# ---- block 1 ----
Block 1, signal wires on met3:
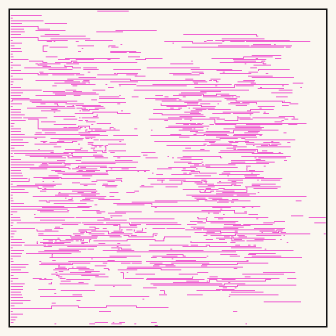

<file path="config.mk">
export PLATFORM = sky130hd
export DESIGN_NAME = sub_bytes_engine
export DESIGN_NICKNAME = d
export VERILOG_FILES = /design/src/rtl/aes_pkg.sv /design/src/rtl/sbox.sv /design/src/rtl/sub_bytes_engine.sv
export SDC_FILE = /design/constraint.sdc
export NUM_CORES = 1
export LEC_CHECK = 0
export CAP_MARGIN = 20
export CORE_MARGIN = 5
export CORE_UTILIZATION = 51
export CTS_CLUSTER_DIAMETER = 50
export DETAILED_ROUTE_END_ITERATION = 8
export PLACE_DENSITY = 0.8
export SLEW_MARGIN = 0
export SYNTH_ARGS = -nofsm -noshare
export SYNTH_HDL_FRONTEND = slang
export SYNTH_SLANG_ARGS = --single-unit
</file>
<file path="constraint.sdc">
create_clock -name clk -period 5.94 [get_ports clk]
set_clock_uncertainty 0.05 [all_clocks]
set_input_delay 1.782 -clock clk [delete_from_list [all_inputs] [get_ports clk]]
set_output_delay 1.782 -clock clk [all_outputs]
set_load 0.05 [all_outputs]
</file>
<file path="src/rtl/aes_pkg.sv">
// Shared AES types, constants and helpers for the SubBytes engine.
package aes_pkg;

  localparam int AES_NB_BYTES = 16;

  typedef logic [7:0]   byte_t;
  typedef logic [127:0] state_t;

  typedef enum logic [1:0] {
    IDLE = 2'd0,
    BUSY = 2'd1,
    DONE = 2'd2
  } fsm_state_t;

  // Byte 0 is the most significant byte of the state (column-major order).
  function automatic byte_t get_byte(input state_t s, input int idx);
    return s[8*(AES_NB_BYTES-1-idx) +: 8];
  endfunction

  // Row r of the state rotates left by r columns.
  function automatic state_t shift_rows(input state_t s);
    state_t r;
    r = '0;
    for (int c = 0; c < 4; c++) begin
      for (int row = 0; row < 4; row++) begin
        r[8*(AES_NB_BYTES-1-(row+4*c)) +: 8] = get_byte(s, row + 4*((c+row) % 4));
      end
    end
    return r;
  endfunction

endpackage

</file>
<file path="src/rtl/sbox.sv">
// FIPS-197 forward S-box as a purely combinational 256-entry lookup.
module sbox
  import aes_pkg::*;
(
  input  logic [7:0] addr,
  output logic [7:0] result
);

  localparam byte_t SBOX_TABLE [256] = '{
    8'h63, 8'h7c, 8'h77, 8'h7b, 8'hf2, 8'h6b, 8'h6f, 8'hc5, 8'h30, 8'h01, 8'h67, 8'h2b, 8'hfe, 8'hd7, 8'hab, 8'h76,
    8'hca, 8'h82, 8'hc9, 8'h7d, 8'hfa, 8'h59, 8'h47, 8'hf0, 8'had, 8'hd4, 8'ha2, 8'haf, 8'h9c, 8'ha4, 8'h72, 8'hc0,
    8'hb7, 8'hfd, 8'h93, 8'h26, 8'h36, 8'h3f, 8'hf7, 8'hcc, 8'h34, 8'ha5, 8'he5, 8'hf1, 8'h71, 8'hd8, 8'h31, 8'h15,
    8'h04, 8'hc7, 8'h23, 8'hc3, 8'h18, 8'h96, 8'h05, 8'h9a, 8'h07, 8'h12, 8'h80, 8'he2, 8'heb, 8'h27, 8'hb2, 8'h75,
    8'h09, 8'h83, 8'h2c, 8'h1a, 8'h1b, 8'h6e, 8'h5a, 8'ha0, 8'h52, 8'h3b, 8'hd6, 8'hb3, 8'h29, 8'he3, 8'h2f, 8'h84,
    8'h53, 8'hd1, 8'h00, 8'hed, 8'h20, 8'hfc, 8'hb1, 8'h5b, 8'h6a, 8'hcb, 8'hbe, 8'h39, 8'h4a, 8'h4c, 8'h58, 8'hcf,
    8'hd0, 8'hef, 8'haa, 8'hfb, 8'h43, 8'h4d, 8'h33, 8'h85, 8'h45, 8'hf9, 8'h02, 8'h7f, 8'h50, 8'h3c, 8'h9f, 8'ha8,
    8'h51, 8'ha3, 8'h40, 8'h8f, 8'h92, 8'h9d, 8'h38, 8'hf5, 8'hbc, 8'hb6, 8'hda, 8'h21, 8'h10, 8'hff, 8'hf3, 8'hd2,
    8'hcd, 8'h0c, 8'h13, 8'hec, 8'h5f, 8'h97, 8'h44, 8'h17, 8'hc4, 8'ha7, 8'h7e, 8'h3d, 8'h64, 8'h5d, 8'h19, 8'h73,
    8'h60, 8'h81, 8'h4f, 8'hdc, 8'h22, 8'h2a, 8'h90, 8'h88, 8'h46, 8'hee, 8'hb8, 8'h14, 8'hde, 8'h5e, 8'h0b, 8'hdb,
    8'he0, 8'h32, 8'h3a, 8'h0a, 8'h49, 8'h06, 8'h24, 8'h5c, 8'hc2, 8'hd3, 8'hac, 8'h62, 8'h91, 8'h95, 8'he4, 8'h79,
    8'he7, 8'hc8, 8'h37, 8'h6d, 8'h8d, 8'hd5, 8'h4e, 8'ha9, 8'h6c, 8'h56, 8'hf4, 8'hea, 8'h65, 8'h7a, 8'hae, 8'h08,
    8'hba, 8'h78, 8'h25, 8'h2e, 8'h1c, 8'ha6, 8'hb4, 8'hc6, 8'he8, 8'hdd, 8'h74, 8'h1f, 8'h4b, 8'hbd, 8'h8b, 8'h8a,
    8'h70, 8'h3e, 8'hb5, 8'h66, 8'h48, 8'h03, 8'hf6, 8'h0e, 8'h61, 8'h35, 8'h57, 8'hb9, 8'h86, 8'hc1, 8'h1d, 8'h9e,
    8'he1, 8'hf8, 8'h98, 8'h11, 8'h69, 8'hd9, 8'h8e, 8'h94, 8'h9b, 8'h1e, 8'h87, 8'he9, 8'hce, 8'h55, 8'h28, 8'hdf,
    8'h8c, 8'ha1, 8'h89, 8'h0d, 8'hbf, 8'he6, 8'h42, 8'h68, 8'h41, 8'h99, 8'h2d, 8'h0f, 8'hb0, 8'h54, 8'hbb, 8'h16
  };

  assign result = SBOX_TABLE[addr];

endmodule

</file>
<file path="src/rtl/sub_bytes_engine.sv">
// Iterative AES forward SubBytes engine, BYTES_PER_CYCLE bytes substituted per cycle.
// Build option: define SUB_BYTES_SHIFTROWS_EN to apply ShiftRows to out_data.
module sub_bytes_engine
  import aes_pkg::*;
#(
  parameter int BYTES_PER_CYCLE = 1
) (
  input  logic         clk,
  input  logic         rst_n,
  input  logic         in_valid,
  output logic         in_ready,
  input  logic [127:0] in_data,
  output logic         out_valid,
  input  logic         out_ready,
  output logic [127:0] out_data,
  output logic         busy
);

  if (BYTES_PER_CYCLE < 1 || BYTES_PER_CYCLE > AES_NB_BYTES ||
      (AES_NB_BYTES % BYTES_PER_CYCLE) != 0) begin : g_bad_bpc
    $error("sub_bytes_engine: BYTES_PER_CYCLE=%0d does not divide 16", BYTES_PER_CYCLE);
  end

  // The step wraps to 0 for BYTES_PER_CYCLE=16, matching the 4-bit counter.
  localparam logic [3:0] CNT_STEP = 4'(BYTES_PER_CYCLE);
  localparam logic [3:0] CNT_LAST = 4'(AES_NB_BYTES - BYTES_PER_CYCLE);

  fsm_state_t state;
  logic [3:0] cnt;
  state_t     work;
  state_t     work_sub;
  byte_t      sbox_in  [BYTES_PER_CYCLE];
  byte_t      sbox_out [BYTES_PER_CYCLE];

  for (genvar k = 0; k < BYTES_PER_CYCLE; k++) begin : g_lane
    assign sbox_in[k] = get_byte(work, int'(cnt) + k);
    sbox u_sbox (
      .addr   (sbox_in[k]),
      .result (sbox_out[k])
    );
  end

  always_comb begin
    // NOTE: work_sub starts as a copy of work before the lane overrides, so no latch is inferred.
    work_sub = work;
    for (int k = 0; k < BYTES_PER_CYCLE; k++) begin
      work_sub[8*(AES_NB_BYTES-1-(int'(cnt)+k)) +: 8] = sbox_out[k];
    end
  end

  always_ff @(posedge clk) begin
    // NOTE: state uses <= so every flop sees pre-edge values; work is a plain register, so it is reset too.
    if (!rst_n) begin
      state <= IDLE;
      cnt   <= '0;
      work  <= '0;
    end else begin
      unique case (state)
        IDLE: begin
          if (in_valid) begin
            work  <= in_data;
            cnt   <= '0;
            state <= BUSY;
          end
        end
        BUSY: begin
          work <= work_sub;
          cnt  <= cnt + CNT_STEP;
          if (cnt == CNT_LAST) state <= DONE;
        end
        DONE: begin
          if (out_ready) state <= IDLE;
        end
        default: state <= IDLE;
      endcase
    end
  end

  assign in_ready  = (state == IDLE);
  assign out_valid = (state == DONE);
  assign busy      = (state != IDLE);

`ifdef SUB_BYTES_SHIFTROWS_EN
  assign out_data = shift_rows(work);
`else
  assign out_data = work;
`endif

endmodule

</file>
# ---- block 2 ----
## config.mk

```make
export PLATFORM = sky130hd
export DESIGN_NAME = dmem_arbiter
export DESIGN_NICKNAME = d
export VERILOG_FILES = /design/src/rtl/dmem_arb_pkg.sv /design/src/rtl/rr_pick2.sv /design/src/rtl/dmem_arbiter.sv
export SDC_FILE = /design/constraint.sdc
export NUM_CORES = 1
export LEC_CHECK = 0
export ABC_AREA = 1
export CAP_MARGIN = 10
export CORE_MARGIN = 3
export CORE_UTILIZATION = 43
export CTS_CLUSTER_DIAMETER = 40
export CTS_CLUSTER_SIZE = 30
export DETAILED_ROUTE_END_ITERATION = 6
export GPL_TIMING_DRIVEN = 0
export PLACE_DENSITY_LB_ADDON = 0.08
export RECOVER_POWER = 50
export SLEW_MARGIN = 20
export SYNTH_ARGS = -nofsm -noshare
export SYNTH_HDL_FRONTEND = slang
export SYNTH_SLANG_ARGS = --single-unit
```

## constraint.sdc

```tcl
create_clock -name Clk -period 1.7 [get_ports Clk]
set_clock_uncertainty 0.1 [all_clocks]
set_input_delay 0.255 -clock Clk [delete_from_list [all_inputs] [get_ports Clk]]
set_output_delay 0.255 -clock Clk [all_outputs]
set_load 0.01 [all_outputs]
```

## src/rtl/dmem_arb_pkg.sv

```systemverilog
// Shared types and constants for the two-port data-memory arbiter.
// Build option: DMEM_ARB_FIXED_PRIO_EN selects fixed priority in place of round-robin.
package dmem_arb_pkg;

    localparam int DEF_ADDRESS_WIDTH = 16;
    localparam int DEF_DATA_WIDTH    = 32;

    localparam logic PORT_CPU  = 1'b0;
    localparam logic PORT_LOAD = 1'b1;

    typedef enum logic [1:0] {
        IDLE,
        ACCESS,
        DONE
    } arb_state_t;

endpackage

```

## src/rtl/rr_pick2.sv

```systemverilog
// Two-way combinational grant picker: round-robin on contention by default,
// plain priority encoder (port 0 first) when DMEM_ARB_FIXED_PRIO_EN is defined.
module rr_pick2
    import dmem_arb_pkg::*;
(
    input  logic [1:0] i_req,
`ifndef DMEM_ARB_FIXED_PRIO_EN
    input  logic       i_last,
`endif
    output logic       o_winner,
    output logic       o_valid
);

    always_comb begin
        o_valid = |i_req;
`ifdef DMEM_ARB_FIXED_PRIO_EN
        o_winner = i_req[0] ? PORT_CPU : PORT_LOAD;
`else
        // On contention the port that did not win last time takes the grant.
        if (i_req == 2'b11) begin
            o_winner = ~i_last;
        end else begin
            o_winner = i_req[1] ? PORT_LOAD : PORT_CPU;
        end
`endif
    end

endmodule

```

## src/rtl/dmem_arbiter.sv

```systemverilog
// Serialises two requesters onto a single-port data memory (IDLE/ACCESS/DONE, 3 cycles per access).
// Build option: DMEM_ARB_FIXED_PRIO_EN replaces round-robin with fixed priority to port 0.
module dmem_arbiter
    import dmem_arb_pkg::*;
#(
    parameter int ADDRESS_WIDTH = DEF_ADDRESS_WIDTH,
    parameter int DATA_WIDTH    = DEF_DATA_WIDTH
) (
    input  logic                     Clk,
    input  logic                     Reset,
    input  logic                     Req0,
    input  logic                     Req1,
    input  logic                     Wr0,
    input  logic                     Wr1,
    input  logic [ADDRESS_WIDTH-1:0] Addr0,
    input  logic [ADDRESS_WIDTH-1:0] Addr1,
    input  logic [DATA_WIDTH-1:0]    WData0,
    input  logic [DATA_WIDTH-1:0]    WData1,
    output logic                     Ack0,
    output logic                     Ack1,
    output logic [DATA_WIDTH-1:0]    RData0,
    output logic [DATA_WIDTH-1:0]    RData1,
    output logic                     Busy,
    output logic [ADDRESS_WIDTH-1:0] MemAddress,
    output logic [DATA_WIDTH-1:0]    MemWriteData,
    output logic                     MemWrite,
    input  logic [DATA_WIDTH-1:0]    MemData
);

    arb_state_t                r_state;
    arb_state_t                w_next_state;
    logic                      r_wr;
    logic [ADDRESS_WIDTH-1:0]  r_addr;
    logic [DATA_WIDTH-1:0]     r_wdata;
    logic                      r_winner;
    logic [DATA_WIDTH-1:0]     r_rdata0;
    logic [DATA_WIDTH-1:0]     r_rdata1;
    logic                      w_grant;
    logic                      w_grant_valid;
    logic                      w_take;

`ifdef DMEM_ARB_FIXED_PRIO_EN
    rr_pick2 u_pick (
        .i_req    ({Req1, Req0}),
        .o_winner (w_grant),
        .o_valid  (w_grant_valid)
    );
`else
    logic r_last;

    rr_pick2 u_pick (
        .i_req    ({Req1, Req0}),
        .i_last   (r_last),
        .o_winner (w_grant),
        .o_valid  (w_grant_valid)
    );

    always_ff @(posedge Clk) begin
        if (Reset) begin
            r_last <= PORT_LOAD;
        end else if (w_take) begin
            r_last <= w_grant;
        end
    end
`endif

    // Requests are only looked at in IDLE; everything else ignores the request ports.
    assign w_take = (r_state == IDLE) && w_grant_valid;

    // NOTE: state and datapath registers use non-blocking assignments so every
    // flop samples pre-edge values regardless of process evaluation order.
    always_ff @(posedge Clk) begin
        if (Reset) begin
            r_state <= IDLE;
        end else begin
            r_state <= w_next_state;
        end
    end

    // NOTE: every always_comb output gets a default first so no path leaves it
    // unassigned and no latch is inferred.
    always_comb begin
        w_next_state = r_state;
        case (r_state)
            IDLE:    if (w_grant_valid) w_next_state = ACCESS;
            ACCESS:  w_next_state = DONE;
            DONE:    w_next_state = IDLE;
            default: w_next_state = IDLE;
        endcase
    end

    always_comb begin
        Busy     = (r_state != IDLE);
        MemWrite = (r_state == ACCESS) && r_wr;
        Ack0     = (r_state == DONE) && (r_winner == PORT_CPU);
        Ack1     = (r_state == DONE) && (r_winner == PORT_LOAD);
    end

    always_ff @(posedge Clk) begin
        if (Reset) begin
            r_wr     <= 1'b0;
            r_addr   <= '0;
            r_wdata  <= '0;
            r_winner <= PORT_CPU;
            r_rdata0 <= '0;
            r_rdata1 <= '0;
        end else begin
            if (w_take) begin
                r_winner <= w_grant;
                r_wr     <= (w_grant == PORT_LOAD) ? Wr1    : Wr0;
                r_addr   <= (w_grant == PORT_LOAD) ? Addr1  : Addr0;
                r_wdata  <= (w_grant == PORT_LOAD) ? WData1 : WData0;
            end
            // Read data is captured at the close of ACCESS; writes leave RData alone.
            if ((r_state == ACCESS) && !r_wr) begin
                if (r_winner == PORT_LOAD) begin
                    r_rdata1 <= MemData;
                end else begin
                    r_rdata0 <= MemData;
                end
            end
        end
    end

    assign MemAddress   = r_addr;
    assign MemWriteData = r_wdata;
    assign RData0       = r_rdata0;
    assign RData1       = r_rdata1;

endmodule

```

# ---- block 3 ----
`src/rtl/panda_lsu_ctrl.sv`:
```
// rtl/panda_lsu_ctrl.sv - multi-cycle load/store unit with req/gnt/rvalid memory port
// Ports:
//   clk_i, rst_ni                  clock, synchronous active-low reset
//   req_i, load_store_i,           core request (sampled only while idle), store select,
//   load_unsigned_i, width_i,      zero-extend select, access width (byte/half/word),
//   addr_i, store_data_i           byte address and register store data
//   busy_o, valid_o, err_o,        in-progress flag, completion pulse, error qualifier,
//   load_data_o                    extended load result (held until next completion)
//   data_req_o, data_gnt_i,        memory request/grant,
//   data_rvalid_i, data_rdata_i,   memory response,
//   data_addr_o, data_we_o,        word-aligned address, write enable,
//   data_be_o, data_wdata_o        byte enables, lane-rotated store data
module panda_lsu_ctrl #(
  parameter int ADDR_WIDTH    = 32,
  parameter bit MISALIGNED_EN = 1'b1
) (
  input  logic                  clk_i,
  input  logic                  rst_ni,
  input  logic                  req_i,
  input  logic                  load_store_i,
  input  logic                  load_unsigned_i,
  input  logic [1:0]            width_i,
  input  logic [ADDR_WIDTH-1:0] addr_i,
  input  logic [31:0]           store_data_i,
  output logic                  busy_o,
  output logic                  valid_o,
  output logic                  err_o,
  output logic [31:0]           load_data_o,
  output logic                  data_req_o,
  input  logic                  data_gnt_i,
  input  logic                  data_rvalid_i,
  input  logic [31:0]           data_rdata_i,
  output logic [ADDR_WIDTH-1:0] data_addr_o,
  output logic                  data_we_o,
  output logic [3:0]            data_be_o,
  output logic [31:0]           data_wdata_o
);

  typedef enum logic [2:0] {
    S_IDLE,
    S_REQ1,
    S_WAIT1,
    S_REQ2,
    S_WAIT2,
    S_ERR
  } state_t;

  state_t state_q, state_d;

  logic [ADDR_WIDTH-1:0] addr_q;
  logic [1:0]            width_q;
  logic                  store_q;
  logic                  unsigned_q;
  logic [31:0]           sdata_q;
  logic [31:0]           rdata1_q;

  // An access crosses into the next word when offset + size exceeds 4 bytes.
  function automatic logic crosses_word(input logic [1:0] off, input logic [1:0] w);
    logic [2:0] size;
    case (w)
      2'b00:   size = 3'd1;
      2'b01:   size = 3'd2;
      default: size = 3'd4;
    endcase
    return ({1'b0, off} + size) > 3'd4;
  endfunction

  logic [1:0]  off;
  logic        mis_q;
  logic [3:0]  size_mask;
  logic [7:0]  be_wide;
  logic [5:0]  shamt;
  logic [31:0] wdata_rep;
  logic [31:0] wdata_rot;
  logic [31:0] lo_word;
  logic [31:0] hi_word;
  logic [31:0] shifted;
  logic [31:0] load_ext;
  logic        finish;
  logic        in_req1;
  logic        in_req2;

  assign off     = addr_q[1:0];
  assign mis_q   = crosses_word(off, width_q);
  assign shamt   = {1'b0, off, 3'b000};
  assign be_wide = {4'b0000, size_mask} << off;
  assign in_req1 = (state_q == S_REQ1);
  assign in_req2 = (state_q == S_REQ2);

  always_comb begin
    size_mask = 4'b1111;
    wdata_rep = sdata_q;
    case (width_q)
      2'b00: begin
        size_mask = 4'b0001;
        wdata_rep = {4{sdata_q[7:0]}};
      end
      2'b01: begin
        size_mask = 4'b0011;
        wdata_rep = {2{sdata_q[15:0]}};
      end
      default: begin
        size_mask = 4'b1111;
        wdata_rep = sdata_q;
      end
    endcase
  end

  // Rotate left by 8*off: the low half of {x,x} >> (32 - 8*off).
  assign wdata_rot = 32'({wdata_rep, wdata_rep} >> (6'd32 - shamt));

  // The first beat's data is live on the bus in WAIT1 and registered afterwards;
  // the upper word only exists for a split access.
  assign lo_word = (state_q == S_WAIT1) ? data_rdata_i : rdata1_q;
  assign hi_word = (state_q == S_WAIT2) ? data_rdata_i : 32'h0;
  assign shifted = 32'({hi_word, lo_word} >> shamt);

  always_comb begin
    load_ext = shifted;
    case (width_q)
      2'b00:   load_ext = {{24{~unsigned_q & shifted[7]}}, shifted[7:0]};
      2'b01:   load_ext = {{16{~unsigned_q & shifted[15]}}, shifted[15:0]};
      default: load_ext = shifted;
    endcase
  end

  assign finish = data_rvalid_i &
                  (((state_q == S_WAIT1) & ~mis_q) | (state_q == S_WAIT2));

  always_comb begin
    state_d = state_q;
    case (state_q)
      S_IDLE: begin
        if (req_i) begin
          if (width_i == 2'b11 || (!MISALIGNED_EN && crosses_word(addr_i[1:0], width_i)))
            state_d = S_ERR;
          else
            state_d = S_REQ1;
        end
      end
      S_REQ1:  if (data_gnt_i) state_d = S_WAIT1;
      S_WAIT1: if (data_rvalid_i) state_d = mis_q ? S_REQ2 : S_IDLE;
      S_REQ2:  if (data_gnt_i) state_d = S_WAIT2;
      S_WAIT2: if (data_rvalid_i) state_d = S_IDLE;
      S_ERR:   state_d = S_IDLE;
      default: state_d = S_IDLE;
    endcase
  end

  assign busy_o       = (state_q != S_IDLE);
  assign data_req_o   = in_req1 | in_req2;
  assign data_we_o    = data_req_o & store_q;
  assign data_be_o    = in_req1 ? be_wide[3:0] : (in_req2 ? be_wide[7:4] : 4'b0000);
  assign data_wdata_o = data_req_o ? wdata_rot : 32'h0;
  assign data_addr_o  = data_req_o ?
                        ({addr_q[ADDR_WIDTH-1:2], 2'b00} + (in_req2 ? ADDR_WIDTH'(4) : '0)) : '0;

  always_ff @(posedge clk_i) begin
    if (!rst_ni) begin
      state_q     <= S_IDLE;
      addr_q      <= '0;
      width_q     <= 2'b00;
      store_q     <= 1'b0;
      unsigned_q  <= 1'b0;
      sdata_q     <= 32'h0;
      rdata1_q    <= 32'h0;
      valid_o     <= 1'b0;
      err_o       <= 1'b0;
      load_data_o <= 32'h0;
    end else begin
      state_q <= state_d;
      valid_o <= 1'b0;
      err_o   <= 1'b0;
      if (state_q == S_IDLE && req_i) begin
        addr_q     <= addr_i;
        width_q    <= width_i;
        store_q    <= load_store_i;
        unsigned_q <= load_unsigned_i;
        sdata_q    <= store_data_i;
      end
      if (state_q == S_WAIT1 && data_rvalid_i)
        rdata1_q <= data_rdata_i;
      if (finish) begin
        valid_o <= 1'b1;
        if (!store_q)
          load_data_o <= load_ext;
      end
      if (state_q == S_ERR) begin
        valid_o     <= 1'b1;
        err_o       <= 1'b1;
        load_data_o <= 32'h0;
      end
    end
  end

endmodule
```
`config.mk`:
```
export PLATFORM = sky130hd
export DESIGN_NAME = panda_lsu_ctrl
export DESIGN_NICKNAME = d
export VERILOG_FILES = /design/src/rtl/panda_lsu_ctrl.sv
export SDC_FILE = /design/constraint.sdc
export NUM_CORES = 1
export LEC_CHECK = 0
export CORE_MARGIN = 4
export CORE_UTILIZATION = 54
export CTS_CLUSTER_SIZE = 20
export DETAILED_ROUTE_END_ITERATION = 7
export GPL_ROUTABILITY_DRIVEN = 0
export PLACE_DENSITY_LB_ADDON = 0.25
export REMOVE_ABC_BUFFERS = 1
export SLEW_MARGIN = 20
export SYNTH_ARGS = -nofsm -noshare
export SYNTH_HDL_FRONTEND = slang
export SYNTH_SLANG_ARGS = --single-unit
```
`constraint.sdc`:
```
create_clock -name clk_i -period 4.3 [get_ports clk_i]
set_input_delay 0.645 -clock clk_i [delete_from_list [all_inputs] [get_ports clk_i]]
set_output_delay 0.645 -clock clk_i [all_outputs]
set_load 0.01 [all_outputs]
```
Block 1, local utilization:
16 x 16 tiles, from white (low) to dark blue (high), 0 to 100% covered.
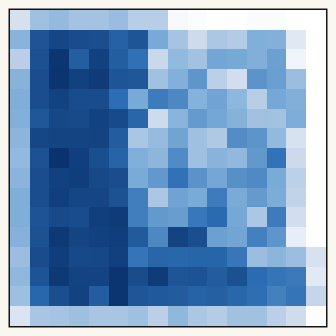
densest ninth of the die: middle left
emptiest ninth of the die: upper right
fullest tile: 99%
tiles over 75% full: 37%
nearly empty tiles: 7.4%
Init Core Util: 51.5%
CORE AREA: 20,900 um^2
fin util: 67.7%

Block 1, clock distribution:
Scale bar: 50 um.
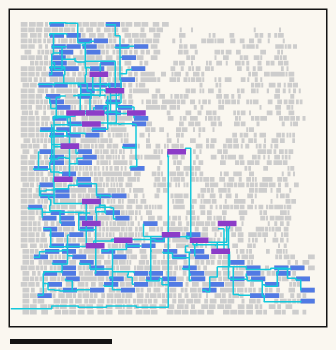
legend:
  purple:
    item: clock-net drivers
    count: 17
  blue:
    item: flip-flops
    count: 134
  cyan:
    item: clock wires
    length: 2,020 um
routed clock nets: 18
clock power share: 24.8%
clk latency of the worst-skew pair: 440 ps
Clk. pwr: 0.00112 W

## Picture notes: 'signal wires on met3' of block 1
nets with wire on the layer: 490
wire length on this layer: 8,540 um
main direction: horizontal
via count: 14,200
routing usage on met3: 14.6%
wirelength, routed: 58,300 um

==> results.json, block 1 <==
{
  "yosys_area_um2": 10800,
  "top_power_group": "combinational cells",
  "synth-edff-count": 0,
  "hold_end": "out_data[102]",
  "first_global_vias": 13600,
  "run_status": "finished clean",
  "ys_seq_share_pct": 24.9,
  "fillers": 1609,
  "final_nets": 1716,
  "yosys.area.top_type": "dfxtp_1",
  "seqPwrFrac_pct": 23.0,
  "setup_ws_ps": 433,
  "ys_async_sr_fraction_pct": 0,
  "grt_overflow": 0,
  "drv_cap": 0
}
Block 2, clock distribution:
Scale bar: 20 um.
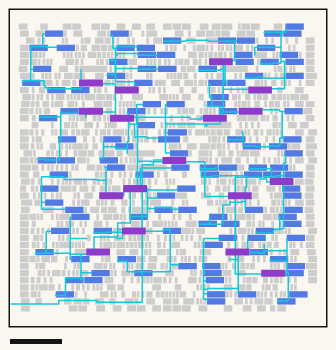
legend:
  purple:
    item: clock-net drivers
    count: 17
  blue:
    item: flip-flops
    count: 117
  cyan:
    item: clock wires
    length: 1,580 um
flops lie: all over the die
routed clock nets: 18
clock power share: 42.8%
clk latency of the worst-skew pair: 410 ps
Clk. pwr: 0.00393 W

Block 2, local utilization:
12 x 12 tiles, from white (low) to dark blue (high), 0 to 100% covered.
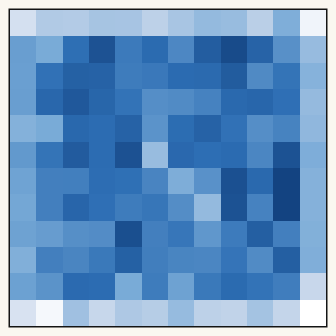
nearly empty tiles: 0.70%
tiles over 75% full: 28%
mean over tiles: 61%
fin util: 72.1%
Init Core Util: 45.0%

==> results.json, block 2 <==
{
  "use_met3_pct": 10.7,
  "ctsHoldBuffers": 0,
  "report.power.total_w": 0.00919,
  "run_status": "finished clean",
  "taps": 172,
  "mux_share_pct": 0,
  "comb_power_share_pct": 23.3,
  "chipHeight_um": 122,
  "layout_top_cells": "nor2_1, nand2_1, clkdlybuf4s50_1, dfxtp_1, inv_1",
  "p_int_w": 0.00667,
  "fp_nets": 1030,
  "syn-cell-area_um2": 5790,
  "n_antenna_cell": 0,
  "wl_per_cell_um": 14.0,
  "dieArea_um2": 14900,
  "grt_overflow": 0,
  "yosys_area_um2": 5790
}
Block 3, clock distribution:
Scale bar: 50 um.
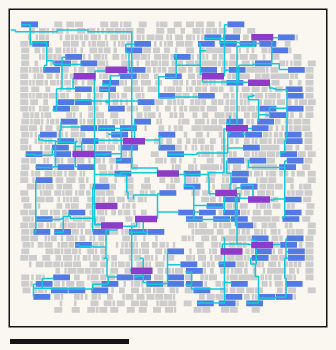
legend:
  cyan:
    item: clock wires
    length: 1,780 um
  purple:
    item: clock-net drivers
    count: 17
  blue:
    item: flip-flops
    count: 137
routed clock nets: 18
Clk. pwr: 0.00149 W
clock skew: 8.79 ps
clock power share: 35.1%
clk latency of the worst-skew pair: 420 ps

Block 3, signal wires on met3:
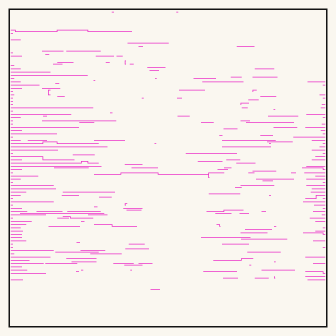
main direction: horizontal
wire length on this layer: 1,970 um
nets with wire on the layer: 194
wirelength, routed: 24,700 um
routing usage on met3: 7.49%

==> results.json, block 3 <==
{
  "top_cell": "nand2_1",
  "synth.area.top_cells": "dfxtp_1, nand2_1, mux2i_1, a21boi_0, nor2_1",
  "place_area_um2": 10500,
  "syn_inst": 1077,
  "root_buffer": "clkbuf_16",
  "top_usage_layer": "met2",
  "cts_buffers": 17,
  "run_status": "finished clean",
  "arrival_ps": 3290,
  "xor_share_pct": 2.93,
  "drc": 0,
  "hold_end": "sdata_q[30]",
  "drt_iter0_markers": 574,
  "p_per_area_nw_per_um2": 383,
  "netSwitchingPower_w": 0.00136,
  "fp_util_pct": 55.1,
  "clock_cell_area_share_pct": 5.38,
  "wl_met1_um": 10500,
  "dieArea_um2": 17600,
  "yosys_area_um2": 8370,
  "synth-edff-count": 0,
  "core_area_um2": 15200
}


==> notes/layouts.md <==
Pictures saved along the way, in no particular order.

Cell placement.
panel A
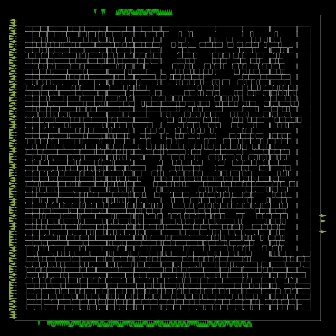
panel B
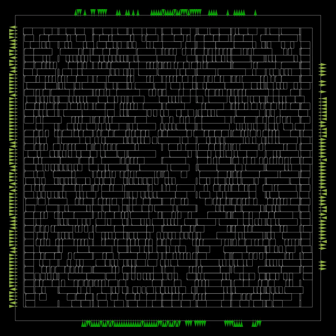
panel C
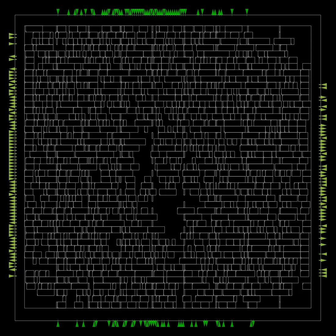
The one with the most cells is panel A.
Panel C comes from block 3.
Panel B comes from block 2.
Panel A comes from block 1.

Power is estimated from default activity; no workload was simulated.
